# design 1

==> design_1/flops_by_reg.png <==
Other sequential cells in the stronger grey, the rest of the logic in the fainter grey.
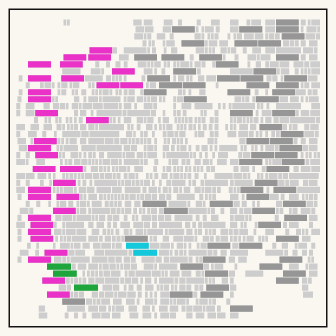

## src/rtl/mips_lsu_pkg.sv

```systemverilog
`default_nettype none
// +------------------------------------------------------------------+
// | mips_lsu_pkg : shared encodings for the MIPS load/store unit      |
// | Rev 1.0                                                           |
// +------------------------------------------------------------------+
package mips_lsu_pkg;

    typedef enum logic [1:0] {
        SZ_BYTE = 2'd0,
        SZ_HALF = 2'd1,
        SZ_WORD = 2'd2,
        SZ_ILL  = 2'd3
    } size_e;

    typedef enum logic [2:0] {
        ST_IDLE  = 3'd0,
        ST_READ  = 3'd1,
        ST_MERGE = 3'd2,
        ST_WRITE = 3'd3,
        ST_DONE  = 3'd4
    } state_e;

    localparam int BYTE_W = 8;
    localparam int HALF_W = 16;

    // Big-endian lanes: lane 0 is the most significant byte/half.
    localparam logic [1:0] LANE_B0 = 2'd0;
    localparam logic [1:0] LANE_B1 = 2'd1;
    localparam logic [1:0] LANE_B2 = 2'd2;
    localparam logic       HALF_HI = 1'b0;

    function automatic logic is_misaligned(input size_e sz, input logic [1:0] lo);
        case (sz)
            SZ_HALF: return lo[0];
            SZ_WORD: return |lo;
            default: return 1'b0;
        endcase
    endfunction

endpackage
`default_nettype wire

```

## src/rtl/mips_lsu_if.sv

```systemverilog
`default_nettype none
// +------------------------------------------------------------------+
// | mips_lsu_if / mips_dmem_if : pipeline request bus and data-memory |
// | port of the load/store unit.  Rev 1.0                             |
// +------------------------------------------------------------------+
interface mips_lsu_if #(
    parameter int DATA_W = 32
);
    logic              req_valid;
    logic              req_ready;
    logic              req_we;
    logic [1:0]        req_size;
    logic              req_unsigned;
    logic [DATA_W-1:0] req_addr;
    logic [DATA_W-1:0] req_wdata;
    logic              resp_valid;
    logic [DATA_W-1:0] resp_rdata;
    logic              resp_err;

    modport master (
        output req_valid, req_we, req_size, req_unsigned, req_addr, req_wdata,
        input  req_ready, resp_valid, resp_rdata, resp_err
    );

    modport slave (
        input  req_valid, req_we, req_size, req_unsigned, req_addr, req_wdata,
        output req_ready, resp_valid, resp_rdata, resp_err
    );
endinterface

interface mips_dmem_if #(
    parameter int DATA_W = 32
);
    logic [DATA_W-1:0] address;
    logic [DATA_W-1:0] write_data;
    logic              mem_to_reg;
    logic [DATA_W-1:0] read_data;

    modport master (
        output address, write_data, mem_to_reg,
        input  read_data
    );

    modport slave (
        input  address, write_data, mem_to_reg,
        output read_data
    );
endinterface
`default_nettype wire

```

## src/rtl/mips_lsu_lane.sv

```systemverilog
`default_nettype none
// +------------------------------------------------------------------+
// | mips_lsu_lane : combinational big-endian lane extract/extend and  |
// | sub-word store merge.  Rev 1.0                                    |
// +------------------------------------------------------------------+
module mips_lsu_lane
    import mips_lsu_pkg::*;
#(
    parameter int DATA_W = 32
) (
    input  wire logic [DATA_W-1:0] word,
    input  wire logic [1:0]        addr_lo,
    input  var  size_e             size,
    input  wire logic              is_unsigned,
    input  wire logic [DATA_W-1:0] wdata,
    output logic      [DATA_W-1:0] load_data,
    output logic      [DATA_W-1:0] merged
);

    logic [BYTE_W-1:0] w_byte;
    logic [HALF_W-1:0] w_half;
    logic              w_sign;

    always_comb begin
        w_byte    = word[7:0];
        w_half    = word[15:0];
        w_sign    = 1'b0;
        load_data = word;
        merged    = word;

        case (addr_lo)
            LANE_B0: w_byte = word[31:24];
            LANE_B1: w_byte = word[23:16];
            LANE_B2: w_byte = word[15:8];
            default: w_byte = word[7:0];
        endcase

        if (addr_lo[1] == HALF_HI) begin
            w_half = word[31:16];
        end

        case (size)
            SZ_BYTE: begin
                w_sign    = ~is_unsigned & w_byte[BYTE_W-1];
                load_data = {{(DATA_W-BYTE_W){w_sign}}, w_byte};
                case (addr_lo)
                    LANE_B0: merged[31:24] = wdata[7:0];
                    LANE_B1: merged[23:16] = wdata[7:0];
                    LANE_B2: merged[15:8]  = wdata[7:0];
                    default: merged[7:0]   = wdata[7:0];
                endcase
            end
            SZ_HALF: begin
                w_sign    = ~is_unsigned & w_half[HALF_W-1];
                load_data = {{(DATA_W-HALF_W){w_sign}}, w_half};
                if (addr_lo[1] == HALF_HI) begin
                    merged[31:16] = wdata[15:0];
                end else begin
                    merged[15:0] = wdata[15:0];
                end
            end
            default: begin
                load_data = word;
                merged    = wdata;
            end
        endcase
    end

endmodule
`default_nettype wire

```

## src/rtl/mips_lsu.sv

```systemverilog
`default_nettype none
// +------------------------------------------------------------------+
// | mips_lsu : MIPS load/store unit, word-wide sync data-memory master|
// | Optional: LSU_ALIGN_CHECK_EN rejects misaligned half/word access. |
// | Rev 1.0                                                           |
// +------------------------------------------------------------------+
module mips_lsu
    import mips_lsu_pkg::*;
#(
    parameter int DATA_W    = 32,
    parameter int MEM_IDX_W = 8
) (
    input  wire logic   clk,
    input  wire logic   rst_n,
    mips_lsu_if.slave   lsu,
    mips_dmem_if.master mem
);

    state_e            r_state;
    state_e            w_next;
    logic              r_we;
    size_e             r_size;
    logic              r_unsigned;
    logic [DATA_W-1:0] r_addr;
    logic [DATA_W-1:0] r_write_data;
    logic [DATA_W-1:0] r_rdata;
    logic              r_err;

    size_e             w_req_size;
    logic [DATA_W-1:0] w_req_addr;
    logic              w_accept;
    logic              w_reject;
    logic [DATA_W-1:0] w_load;
    logic [DATA_W-1:0] w_merged;

    assign w_req_size = size_e'(lsu.req_size);
    assign w_accept   = lsu.req_valid && (r_state == ST_IDLE);

`ifdef LSU_ALIGN_CHECK_EN
    assign w_reject   = (w_req_size == SZ_ILL) ||
                        is_misaligned(w_req_size, lsu.req_addr[1:0]);
    assign w_req_addr = lsu.req_addr;
`else
    assign w_reject = (w_req_size == SZ_ILL);

    // Misalignment is tolerated by snapping to the natural boundary.
    always_comb begin
        w_req_addr = lsu.req_addr;
        if (w_req_size == SZ_HALF) begin
            w_req_addr[0] = 1'b0;
        end else if (w_req_size == SZ_WORD) begin
            w_req_addr[1:0] = 2'b00;
        end
    end
`endif

    mips_lsu_lane #(
        .DATA_W (DATA_W)
    ) u_lane (
        .word        (mem.read_data),
        .addr_lo     (r_addr[1:0]),
        .size        (r_size),
        .is_unsigned (r_unsigned),
        .wdata       (r_write_data),
        .load_data   (w_load),
        .merged      (w_merged)
    );

    always_ff @(posedge clk or negedge rst_n) begin
        if (!rst_n) begin
            r_state <= ST_IDLE;
        end else begin
            r_state <= w_next;
        end
    end

    always_comb begin
        w_next = r_state;
        case (r_state)
            ST_IDLE: begin
                if (w_accept) begin
                    if (w_reject) begin
                        w_next = ST_DONE;
                    end else if (lsu.req_we && (w_req_size == SZ_WORD)) begin
                        w_next = ST_WRITE;
                    end else begin
                        w_next = ST_READ;
                    end
                end
            end
            ST_READ:  w_next = ST_MERGE;
            ST_MERGE: w_next = r_we ? ST_WRITE : ST_DONE;
            ST_WRITE: w_next = ST_DONE;
            ST_DONE:  w_next = ST_IDLE;
            default:  w_next = ST_IDLE;
        endcase
    end

    // The write_data register doubles as the store-data holding register
    // until MERGE overwrites it with the read-modify-write result.
    always_ff @(posedge clk or negedge rst_n) begin
        if (!rst_n) begin
            r_we         <= 1'b0;
            r_size       <= SZ_BYTE;
            r_unsigned   <= 1'b0;
            r_addr       <= '0;
            r_write_data <= '0;
            r_rdata      <= '0;
            r_err        <= 1'b0;
        end else if (w_accept) begin
            r_we       <= lsu.req_we;
            r_size     <= w_req_size;
            r_unsigned <= lsu.req_unsigned;
            r_addr     <= w_req_addr;
            r_rdata    <= '0;
            r_err      <= w_reject;
            if (lsu.req_we) begin
                r_write_data <= lsu.req_wdata;
            end
        end else if (r_state == ST_MERGE) begin
            if (r_we) begin
                r_write_data <= w_merged;
            end else begin
                r_rdata <= w_load;
            end
        end
    end

    assign lsu.req_ready  = (r_state == ST_IDLE);
    assign lsu.resp_valid = (r_state == ST_DONE);
    assign lsu.resp_rdata = r_rdata;
    assign lsu.resp_err   = r_err;

    // Upper address bits pass through untouched beside the memory index field.
    assign mem.address    = {2'b00, r_addr[DATA_W-1:MEM_IDX_W+2], r_addr[MEM_IDX_W+1:2]};
    assign mem.write_data = r_write_data;
    assign mem.mem_to_reg = (r_state != ST_WRITE);

endmodule
`default_nettype wire

```

## src/flat_wrapper.sv

```systemverilog
// flat-port wrapper written by rule: the top's interface ports become plain ports
module mips_lsu_flat import mips_lsu_pkg::*;
#(
    parameter int DATA_W    = 32,
    parameter int MEM_IDX_W = 8
)
  (clk, rst_n, lsu_req_valid, lsu_req_we, lsu_req_size, lsu_req_unsigned, lsu_req_addr, lsu_req_wdata, lsu_req_ready, lsu_resp_valid, lsu_resp_rdata, lsu_resp_err, mem_address, mem_write_data, mem_mem_to_reg, mem_read_data);
  mips_lsu_if #(.DATA_W(DATA_W)) lsu_i ();
  mips_dmem_if #(.DATA_W(DATA_W)) mem_i ();
  input  wire logic clk;
  input  wire logic rst_n;
  input wire logic [$bits(lsu_i.req_valid)-1:0] lsu_req_valid;
  input wire logic [$bits(lsu_i.req_we)-1:0] lsu_req_we;
  input wire logic [$bits(lsu_i.req_size)-1:0] lsu_req_size;
  input wire logic [$bits(lsu_i.req_unsigned)-1:0] lsu_req_unsigned;
  input wire logic [$bits(lsu_i.req_addr)-1:0] lsu_req_addr;
  input wire logic [$bits(lsu_i.req_wdata)-1:0] lsu_req_wdata;
  output wire logic [$bits(lsu_i.req_ready)-1:0] lsu_req_ready;
  output wire logic [$bits(lsu_i.resp_valid)-1:0] lsu_resp_valid;
  output wire logic [$bits(lsu_i.resp_rdata)-1:0] lsu_resp_rdata;
  output wire logic [$bits(lsu_i.resp_err)-1:0] lsu_resp_err;
  output wire logic [$bits(mem_i.address)-1:0] mem_address;
  output wire logic [$bits(mem_i.write_data)-1:0] mem_write_data;
  output wire logic [$bits(mem_i.mem_to_reg)-1:0] mem_mem_to_reg;
  input wire logic [$bits(mem_i.read_data)-1:0] mem_read_data;
  assign lsu_i.req_valid = lsu_req_valid;
  assign lsu_i.req_we = lsu_req_we;
  assign lsu_i.req_size = lsu_req_size;
  assign lsu_i.req_unsigned = lsu_req_unsigned;
  assign lsu_i.req_addr = lsu_req_addr;
  assign lsu_i.req_wdata = lsu_req_wdata;
  assign lsu_req_ready = lsu_i.req_ready;
  assign lsu_resp_valid = lsu_i.resp_valid;
  assign lsu_resp_rdata = lsu_i.resp_rdata;
  assign lsu_resp_err = lsu_i.resp_err;
  assign mem_address = mem_i.address;
  assign mem_write_data = mem_i.write_data;
  assign mem_mem_to_reg = mem_i.mem_to_reg;
  assign mem_i.read_data = mem_read_data;
  mips_lsu #(.DATA_W(DATA_W), .MEM_IDX_W(MEM_IDX_W)) u_core (.clk(clk), .rst_n(rst_n), .lsu(lsu_i), .mem(mem_i));
endmodule
```

## config.mk

```make
export PLATFORM = sky130hd
export DESIGN_NAME = mips_lsu_flat
export DESIGN_NICKNAME = d
export VERILOG_FILES = /design/src/rtl/mips_lsu_pkg.sv /design/src/rtl/mips_lsu_if.sv /design/src/rtl/mips_lsu_lane.sv /design/src/rtl/mips_lsu.sv /design/src/flat_wrapper.sv
export SDC_FILE = /design/constraint.sdc
export NUM_CORES = 1
export LEC_CHECK = 0
export ABC_AREA = 1
export CAP_MARGIN = 10
export CORE_MARGIN = 2
export CORE_UTILIZATION = 42
export DETAILED_ROUTE_END_ITERATION = 6
export HOLD_SLACK_MARGIN = 0.06
export PLACE_DENSITY = 0.79
export SYNTH_ARGS = -nofsm -noshare
export SYNTH_HDL_FRONTEND = slang
export SYNTH_SLANG_ARGS = --single-unit
```

## constraint.sdc

```tcl
create_clock -name clk -period 1.5 [get_ports clk]
set_clock_uncertainty 0.2 [all_clocks]
set_input_delay 0.375 -clock clk [delete_from_list [all_inputs] [get_ports clk]]
set_output_delay 0.375 -clock clk [all_outputs]
set_load 0.01 [all_outputs]
```

# design 2

<file path="src/rtl/dsp_pkg.sv">
// Shared DSP constants: rounding modes for halved results and the
// address-width helper used to size RAM pointers from a depth.
package dsp_pkg;

  localparam int RND_FLOOR = 0;
  localparam int RND_ZERO  = 1;

  function automatic int addr_width(input int depth);
    return $clog2(depth);
  endfunction

endpackage

</file>
<file path="src/rtl/ram_pair_sum_mem.sv">
// Sample storage for ram_pair_sum: one write port and two registered read
// ports. A read and a write to the same entry on one edge returns the old data.
module ram_pair_sum_mem
  import dsp_pkg::*;
#(
  parameter int WIDTH = 16,
  parameter int DEPTH = 16,
  localparam int AW = addr_width(DEPTH)
) (
  input  logic             clock,
  input  logic             write,
  input  logic [AW-1:0]    wr_addr,
  input  logic [WIDTH-1:0] wr_data,
  input  logic             rd_en,
  input  logic [AW-1:0]    rd_addr1,
  input  logic [AW-1:0]    rd_addr2,
  output logic [WIDTH-1:0] rd_data1,
  output logic [WIDTH-1:0] rd_data2
);

  logic [WIDTH-1:0] mem [DEPTH];

  // No reset here: contents stay undefined until written.
  always_ff @(posedge clock) begin
    if (write) mem[wr_addr] <= wr_data;
    if (rd_en) begin
      rd_data1 <= mem[rd_addr1];
      rd_data2 <= mem[rd_addr2];
    end
  end

endmodule

</file>
<file path="src/rtl/ram_pair_sum.sv">
// Circular sample RAM that reads two taps and returns their halved sum.
// Optional macro RAM_PAIR_SUM_SUBTRACT_EN adds port 'sub' to form (a-b)/2.
module ram_pair_sum
  import dsp_pkg::*;
#(
  parameter int WIDTH = 16,
  parameter int DEPTH = 16,
  parameter int RND   = RND_ZERO,
  parameter int REL   = 0,
  localparam int AW = addr_width(DEPTH)
) (
  input  logic             clock,
  input  logic             reset_n,
  input  logic             write,
  input  logic [WIDTH-1:0] wr_data,
  input  logic             rd_en,
  input  logic [AW-1:0]    rd_addr1,
  input  logic [AW-1:0]    rd_addr2,
`ifdef RAM_PAIR_SUM_SUBTRACT_EN
  input  logic             sub,
`endif
  output logic [WIDTH-1:0] sum,
  output logic             sum_valid,
  output logic [AW-1:0]    wr_ptr,
  output logic             primed
);

  logic [AW:0]      wr_cnt;
  logic [AW-1:0]    ra1, ra2;
  logic [WIDTH-1:0] op_a, op_b;
  logic             v1;
  logic             sub1;
  logic [WIDTH:0]   s;
  logic [WIDTH-1:0] half;

  // Relative mode counts back from the newest sample (offset 0 = last write).
  always_comb begin
    ra1 = rd_addr1;
    ra2 = rd_addr2;
    if (REL != 0) begin
      ra1 = wr_ptr - AW'(1) - rd_addr1;
      ra2 = wr_ptr - AW'(1) - rd_addr2;
    end
  end

  // Counter saturates at DEPTH; its MSB is exactly the primed flag.
  always_ff @(posedge clock or negedge reset_n) begin
    if (!reset_n) begin
      wr_ptr <= '0;
      wr_cnt <= '0;
    end else if (write) begin
      wr_ptr <= wr_ptr + AW'(1);
      if (!wr_cnt[AW]) wr_cnt <= wr_cnt + (AW+1)'(1);
    end
  end

  assign primed = wr_cnt[AW];

  ram_pair_sum_mem #(.WIDTH(WIDTH), .DEPTH(DEPTH)) u_mem (
    .clock    (clock),
    .write    (write),
    .wr_addr  (wr_ptr),
    .wr_data  (wr_data),
    .rd_en    (rd_en),
    .rd_addr1 (ra1),
    .rd_addr2 (ra2),
    .rd_data1 (op_a),
    .rd_data2 (op_b)
  );

`ifdef RAM_PAIR_SUM_SUBTRACT_EN
  always_ff @(posedge clock or negedge reset_n) begin
    if (!reset_n) sub1 <= 1'b0;
    else          sub1 <= sub;
  end
`else
  assign sub1 = 1'b0;
`endif

  // The WIDTH+1 sum halved back to WIDTH bits cannot overflow.
  always_comb begin
    if (sub1) s = {op_a[WIDTH-1], op_a} - {op_b[WIDTH-1], op_b};
    else      s = {op_a[WIDTH-1], op_a} + {op_b[WIDTH-1], op_b};
    half = s[WIDTH:1];
    if (RND != RND_FLOOR) half = half + WIDTH'(s[WIDTH] & s[0]);
  end

  // Valid/ready: no ready exists. Every rd_en is accepted; sum_valid is a
  // one-cycle strobe two edges later, and sum holds between strobes.
  always_ff @(posedge clock or negedge reset_n) begin
    if (!reset_n) begin
      v1        <= 1'b0;
      sum_valid <= 1'b0;
      sum       <= '0;
    end else begin
      v1        <= rd_en;
      sum_valid <= v1;
      if (v1) sum <= half;
    end
  end

endmodule

</file>
<file path="config.mk">
export PLATFORM = sky130hd
export DESIGN_NAME = ram_pair_sum
export DESIGN_NICKNAME = d
export VERILOG_FILES = /design/src/rtl/dsp_pkg.sv /design/src/rtl/ram_pair_sum_mem.sv /design/src/rtl/ram_pair_sum.sv
export SDC_FILE = /design/constraint.sdc
export NUM_CORES = 1
export LEC_CHECK = 0
export CAP_MARGIN = 20
export CORE_MARGIN = 2
export CORE_UTILIZATION = 55
export DETAILED_ROUTE_END_ITERATION = 10
export PLACE_DENSITY = 0.83
export SLEW_MARGIN = 10
export SYNTH_ARGS = -nofsm -noshare
export SYNTH_HDL_FRONTEND = slang
export SYNTH_SLANG_ARGS = --single-unit
</file>
<file path="constraint.sdc">
create_clock -name clock -period 7.9 [get_ports clock]
set_clock_uncertainty 0.15 [all_clocks]
set_input_delay 2.37 -clock clock [delete_from_list [all_inputs] [get_ports clock]]
set_output_delay 2.37 -clock clock [all_outputs]
set_load 0.005 [all_outputs]
</file>
==> design_2/layer_met3.png <==
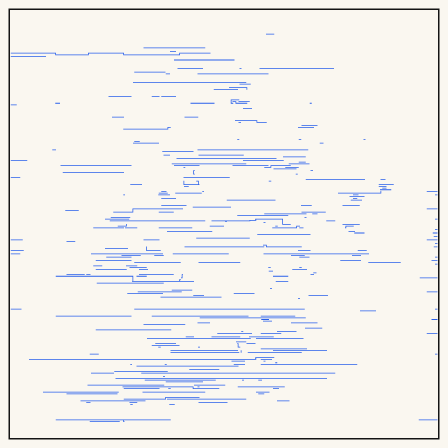
156 nets have wire on it. The layer carries 3080 um of wire.

==> flow_summary.toml, design 2 <==
# synthesis and place-and-route metrics
[timing]
maxSlewHeadroom_pct = 34.96

[critical_path]
rrSetupSlack_ns = 3.39
path_class = "in -> reg"
cpPeakStageDelay_ns = 0.60
crit_slowest_cell = "buf_4"
start_kind = "input port"
cp_top_family = "buffers and inverters"

[cells_and_area]
final_util_pct = 62.97
n_antenna_cell = 0

[placement]
placed_cell_area_um2 = 15790
port_buffers = 49

[yosys]
xor_area_share_pct = 1.417
numSynthFlops = 315
edf_count = 288

[status]
outcome = "complete, no violations"

[grt]
grt_antenna_before_repair = 0
grt_remaining_overflow = 0
track_usage_pct = 24.73

[detailed_routing]
met2_wirelength_um = 17630

[floorplan]
io_pins = 50
taps = 341

[run]
tool_warnings = 29

[clocking]
cts-root-buf = "clkbuf_16"
clkSinkCount = 315

[min_path]
worstHoldEndpoint = "wr_cnt[3]"

[power_and_ir_drop]
powerDensity_nw_per_um2 = 271.1
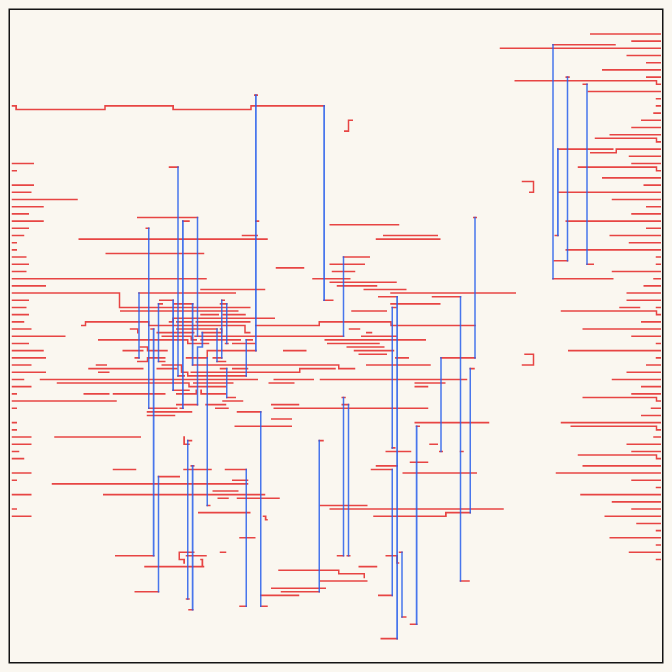
(design_1/wires.png)
Only two layers are drawn.
Key: metal 4 = blue [wire length 1050 um]; metal 3 = red [wire length 2240 um]
total detailed-routing wirelength: 24860 um
Avg WL per Cell: 18.55 um
DR vias: 7115
GRT Util Overall: 29.93%

## Picture notes: design_1/flops_by_reg.png
Key: `u_core.lsu.resp_rdata` = magenta [flops 32]; `u_core.r_size` = cyan [flops 2]; `u_core.r_state` = green [flops 3]
final core utilization: 72.57%
FF+latch area: 2610 um2
sequential cell area share: 25.91%
P_seq: 5.10 mW

==> flow_summary.toml, design 1 <==
# synthesis and place-and-route metrics
[detailed_routing]
wl_met3_um = 2236
drc = 15

[clocking]
cts_resized = 523
clkTransAtPathRegs_ns = 0.07

[placement]
dp.cells = 1268
dp_slack_ns = -0.6540
placed_cell_area_um2 = 8711

[power_and_ir_drop]
combPwrFrac_pct = 64.9
powerComb_mw = 13.7
p_switching_mw = 9.733
sequentialPowerShare_pct = 24.2
internal_power_mw = 11.35

[yosys]
numSynthFlops = 104
ys_sh_mux_pct = 0
top_cells_by_count = "nand2_1 (415), dfrtp_1 (104), nand3_1 (65), o21ai_0 (53), inv_1 (42)"

[cells_and_area]
largestClassByArea = "multi-input combinational cells"
lay_top_cells = "nand2_1 (338), buf_4 (107), clkdlybuf4s50_1 (100), dfrtp_1 (98), buf_2 (90)"
seq_cell_count = 104
n_clock_buffer = 9
fin_cells = 1340
clock_area_share_pct = 2.770
inverters_excl_clock = 51
nNonClkBuffers = 358
area_growth_pct = 68.85

[critical_path]
r2r-start = "u_core.r_state[1]"
crit_fanout = 7
crit_buf_inv = 4
cp_top_family = "simple AND/OR/NAND/NOR gates"
path_depth = 9

[timing]
layout_min_cycle_time_ns = 1.902
final-setup-viol-count = 110
setup_slack_ns = -0.4018

[floorplan]
design.core.area_um2 = 13880
dieWidth_um = 123.2

[grt]
grt_remaining_overflow = 0
grt_pass1_vias = 6686

[status]
outcome = "finished, violations left"
violations = "DRC, setup timing"

# design 3

--- config.mk ---
export PLATFORM = sky130hd
export DESIGN_NAME = framebuffer_arbiter
export DESIGN_NICKNAME = d
export VERILOG_FILES = /design/src/rtl/fb_pkg.sv /design/src/rtl/fb_disp_addr_gen.sv /design/src/rtl/framebuffer_arbiter.sv
export SDC_FILE = /design/constraint.sdc
export NUM_CORES = 1
export LEC_CHECK = 0
export CAP_MARGIN = 20
export CORE_MARGIN = 3
export CORE_UTILIZATION = 45
export CTS_BUF_LIST = sky130_fd_sc_hd__clkbuf_2 sky130_fd_sc_hd__clkbuf_4 sky130_fd_sc_hd__clkbuf_8
export CTS_CLUSTER_DIAMETER = 200
export CTS_CLUSTER_SIZE = 12
export DETAILED_ROUTE_END_ITERATION = 8
export PLACE_DENSITY = 0.87
export SLEW_MARGIN = 0
export SYNTH_ARGS = -nofsm -noshare
export SYNTH_HDL_FRONTEND = slang
export SYNTH_HIERARCHICAL = 1
export SYNTH_SLANG_ARGS = --single-unit
export TNS_END_PERCENT = 5
--- constraint.sdc ---
create_clock -name clk -period 3.09 [get_ports clk]
set_clock_uncertainty 0.15 [all_clocks]
set_input_delay 0.618 -clock clk [delete_from_list [all_inputs] [get_ports clk]]
set_output_delay 0.618 -clock clk [all_outputs]
set_load 0.01 [all_outputs]
--- src/rtl/fb_pkg.sv ---
// Shared types and default geometry for the framebuffer arbiter and its helpers.
package fb_pkg;

    localparam int DEF_ADDR_W = 12;   // 4096-word image RAM
    localparam int DEF_DATA_W = 1;    // one bit per pixel
    localparam int DEF_IMG_W  = 64;   // pixels per image line (power of 2)
    localparam int DEF_IMG_H  = 64;   // image lines
    localparam int CNT_W      = 10;   // width of the hvsync scan counters

    // Coprocessor access sequencer states.
    typedef enum logic [1:0] {
        CP_IDLE   = 2'd0,
        CP_ACCESS = 2'd1,
        CP_WAIT   = 2'd2,
        CP_ACK    = 2'd3
    } cp_state_t;

    // Owner of the read data returning on mem_rdata.
    typedef enum logic [1:0] {
        TAG_NONE = 2'd0,
        TAG_DISP = 2'd1,
        TAG_CP   = 2'd2
    } tag_t;

endpackage

--- src/rtl/fb_disp_addr_gen.sv ---
// Display slot detection and RAM address generation from the scan counters.
// slot/slot_addr are combinational for the current counter values; slot_q
// marks the following cycle, in which the display read occupies the RAM port.
module fb_disp_addr_gen
    import fb_pkg::*;
#(
    parameter int ADDR_W = DEF_ADDR_W,
    parameter int IMG_W  = DEF_IMG_W,
    parameter int IMG_H  = DEF_IMG_H
) (
    input  logic              clk,
    input  logic              reset,
    input  logic [CNT_W-1:0]  counter_x,
    input  logic [CNT_W-1:0]  counter_y,
    output logic              slot,
    output logic [ADDR_W-1:0] slot_addr,
    output logic              slot_q
);

    localparam int X_W = $clog2(IMG_W);
    localparam int Y_W = ADDR_W - X_W;

    // Compare in 32 bits so IMG_W == 1024 does not wrap the 10-bit counter range.
    assign slot = (32'(counter_x) < 32'(IMG_W)) && (32'(counter_y) < 32'(IMG_H));

    // IMG_W is a power of two, so y*IMG_W + x is a plain concatenation.
    assign slot_addr = {counter_y[Y_W-1:0], counter_x[X_W-1:0]};

    // Remember that the RAM port carries a display read in the next cycle.
    always_ff @(posedge clk) begin
        if (reset) begin
            slot_q <= 1'b0;
        end else begin
            slot_q <= slot;
        end
    end

endmodule

--- src/rtl/framebuffer_arbiter.sv ---
// Shares the single-port image RAM between VGA scan-out (strict priority,
// fixed 3-cycle latency) and the image coprocessor (req/ack).
//
// Coprocessor handshake: the requester raises cp_req with cp_we/cp_addr/
// cp_wdata stable and holds all of them until it sees the one-cycle cp_ack
// pulse; cp_rdata is valid in that ack cycle for reads. A request presented
// in the cycle directly after an ack is not considered, so a requester that
// drops cp_req on ack is never granted twice.
module framebuffer_arbiter
    import fb_pkg::*;
#(
    parameter int ADDR_W = DEF_ADDR_W,
    parameter int DATA_W = DEF_DATA_W,
    parameter int IMG_W  = DEF_IMG_W,
    parameter int IMG_H  = DEF_IMG_H
) (
    input  logic              clk,
    input  logic              reset,
    input  logic [CNT_W-1:0]  counter_x,
    input  logic [CNT_W-1:0]  counter_y,
    output logic [DATA_W-1:0] disp_pixel,
    output logic              disp_valid,
    input  logic              cp_req,
    input  logic              cp_we,
    input  logic [ADDR_W-1:0] cp_addr,
    input  logic [DATA_W-1:0] cp_wdata,
    output logic              cp_ack,
    output logic [DATA_W-1:0] cp_rdata,
    output logic [ADDR_W-1:0] mem_addr,
    output logic              mem_we,
    output logic [DATA_W-1:0] mem_wdata,
    input  logic [DATA_W-1:0] mem_rdata,
    output cp_state_t         dbg_state
);

    logic              slot;
    logic [ADDR_W-1:0] slot_addr;
    logic              slot_q;
    cp_state_t         state;
    logic              just_acked;
    tag_t              tag_issue;
    tag_t              tag_data;

    fb_disp_addr_gen #(
        .ADDR_W (ADDR_W),
        .IMG_W  (IMG_W),
        .IMG_H  (IMG_H)
    ) u_addr_gen (
        .clk       (clk),
        .reset     (reset),
        .counter_x (counter_x),
        .counter_y (counter_y),
        .slot      (slot),
        .slot_addr (slot_addr),
        .slot_q    (slot_q)
    );

    assign dbg_state = state;

    // Coprocessor FSM and RAM port mux; display slots always own the port.
    always_ff @(posedge clk) begin
        if (reset) begin
            state      <= CP_IDLE;
            just_acked <= 1'b0;
            cp_ack     <= 1'b0;
            cp_rdata   <= '0;
            mem_addr   <= '0;
            mem_we     <= 1'b0;
            mem_wdata  <= '0;
        end else begin
            mem_we     <= 1'b0;
            cp_ack     <= 1'b0;
            just_acked <= 1'b0;
            if (slot) begin
                mem_addr <= slot_addr;
            end
            case (state)
                CP_IDLE: begin
                    if (cp_req && !slot && !just_acked) begin
                        state     <= CP_ACCESS;
                        mem_addr  <= cp_addr;
                        mem_we    <= cp_we;
                        mem_wdata <= cp_wdata;
                    end
                end
                CP_ACCESS: begin
                    if (cp_we) begin
                        state  <= CP_ACK;
                        cp_ack <= 1'b1;
                    end else begin
                        state <= CP_WAIT;
                    end
                end
                CP_WAIT: begin
                    if (tag_data == TAG_CP) begin
                        cp_rdata <= mem_rdata;
                    end
                    state  <= CP_ACK;
                    cp_ack <= 1'b1;
                end
                CP_ACK: begin
                    state      <= CP_IDLE;
                    just_acked <= 1'b1;
                end
                default: state <= CP_IDLE;
            endcase
        end
    end

    // Owner of the access currently on the RAM port (stage 1 of the tag pipe).
    always_comb begin
        tag_issue = TAG_NONE;
        if (slot_q) begin
            tag_issue = TAG_DISP;
        end else if (state == CP_ACCESS) begin
            tag_issue = TAG_CP;
        end
    end

    // Stage 2 of the tag pipe: owner of the data now on mem_rdata.
    always_ff @(posedge clk) begin
        if (reset) begin
            tag_data <= TAG_NONE;
        end else begin
            tag_data <= tag_issue;
        end
    end

    // Register display pixels; outside the window the last pixel is held.
    always_ff @(posedge clk) begin
        if (reset) begin
            disp_pixel <= '0;
            disp_valid <= 1'b0;
        end else if (tag_data == TAG_DISP) begin
            disp_pixel <= mem_rdata;
            disp_valid <= 1'b1;
        end else begin
            disp_valid <= 1'b0;
        end
    end

    // A requester must keep cp_req high while its access is in flight.
    req_held_a : assert property (@(posedge clk) disable iff (reset)
        (state == CP_ACCESS || state == CP_WAIT) |-> cp_req);

endmodule

==> flow_summary.toml <==
# synthesis and place-and-route metrics
[clocking]
cts-root-buf = "clkbuf_4"
clkTransAtPathRegs_ns = 0.13

[grt]
use_met1_pct = 18.81
grt_remaining_overflow = 0

[detailed_routing]
drtIter0Drc = 20

[critical_path]
path_class = "in -> reg"
cp.required_ns = 3.18
rr_worst_depth = 5
path_depth = 6

[cells_and_area]
multi_input_comb_cells = 70
fin_cells = 191
top_register = "mem_addr"
sh_seq_area_pct = 27.45
drive_gt1_share_pct = 14.91

[power_and_ir_drop]
powerDensity_nw_per_um2 = 635.9

[placement]
placed_cell_area_um2 = 1714
dp_slack_ns = 0.2123

[yosys]
xor_area_share_pct = 0
syn_nets = 160
top_cells_by_area = "dfxtp_1 (39%), a211oi_2 (12%), mux2i_1 (11%)"
yosys_warnings = 6
yosysTopAreaCell = "dfxtp_1"
ys_sh_aoi_pct = 14.43

[status]
outcome = "complete, no violations"

[timing]
final-setup-viol-count = 0
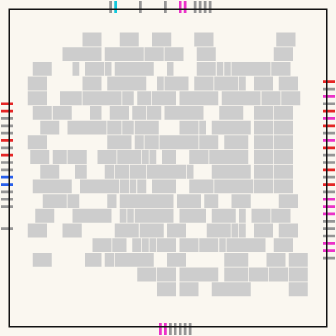
(design_3/io_placement.png)
Pins as bars across the die edge, other pins in grey.
Key: `dbg_state` = blue [pins 2, direction output, edge west]; `mem_rdata` = cyan [pins 1, direction input, edge north]; `counter_x` = red [pins 10, direction input, edge 6 east, 4 west]; `cp_addr` = magenta [pins 12, direction input, edge 8 east, 2 south, 2 north]
port bufs: 57
Die H: 58.49 um
Die W: 58.49 um



==> layout pictures side by side <==
Routing congestion map.
shot_01.png
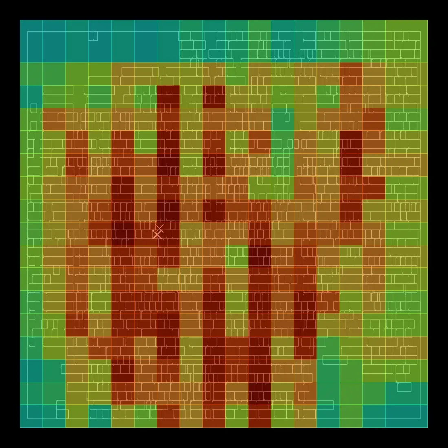
shot_02.png
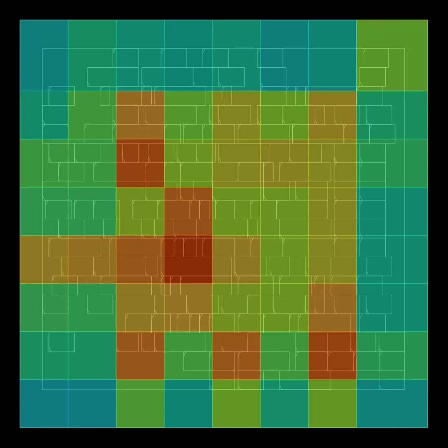
shot_03.png
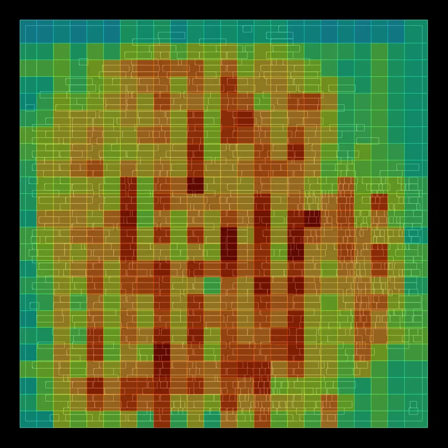
shot_01.png: design 1
shot_03.png: design 2
shot_02.png: design 3

Power and IR drop assume default switching activity.
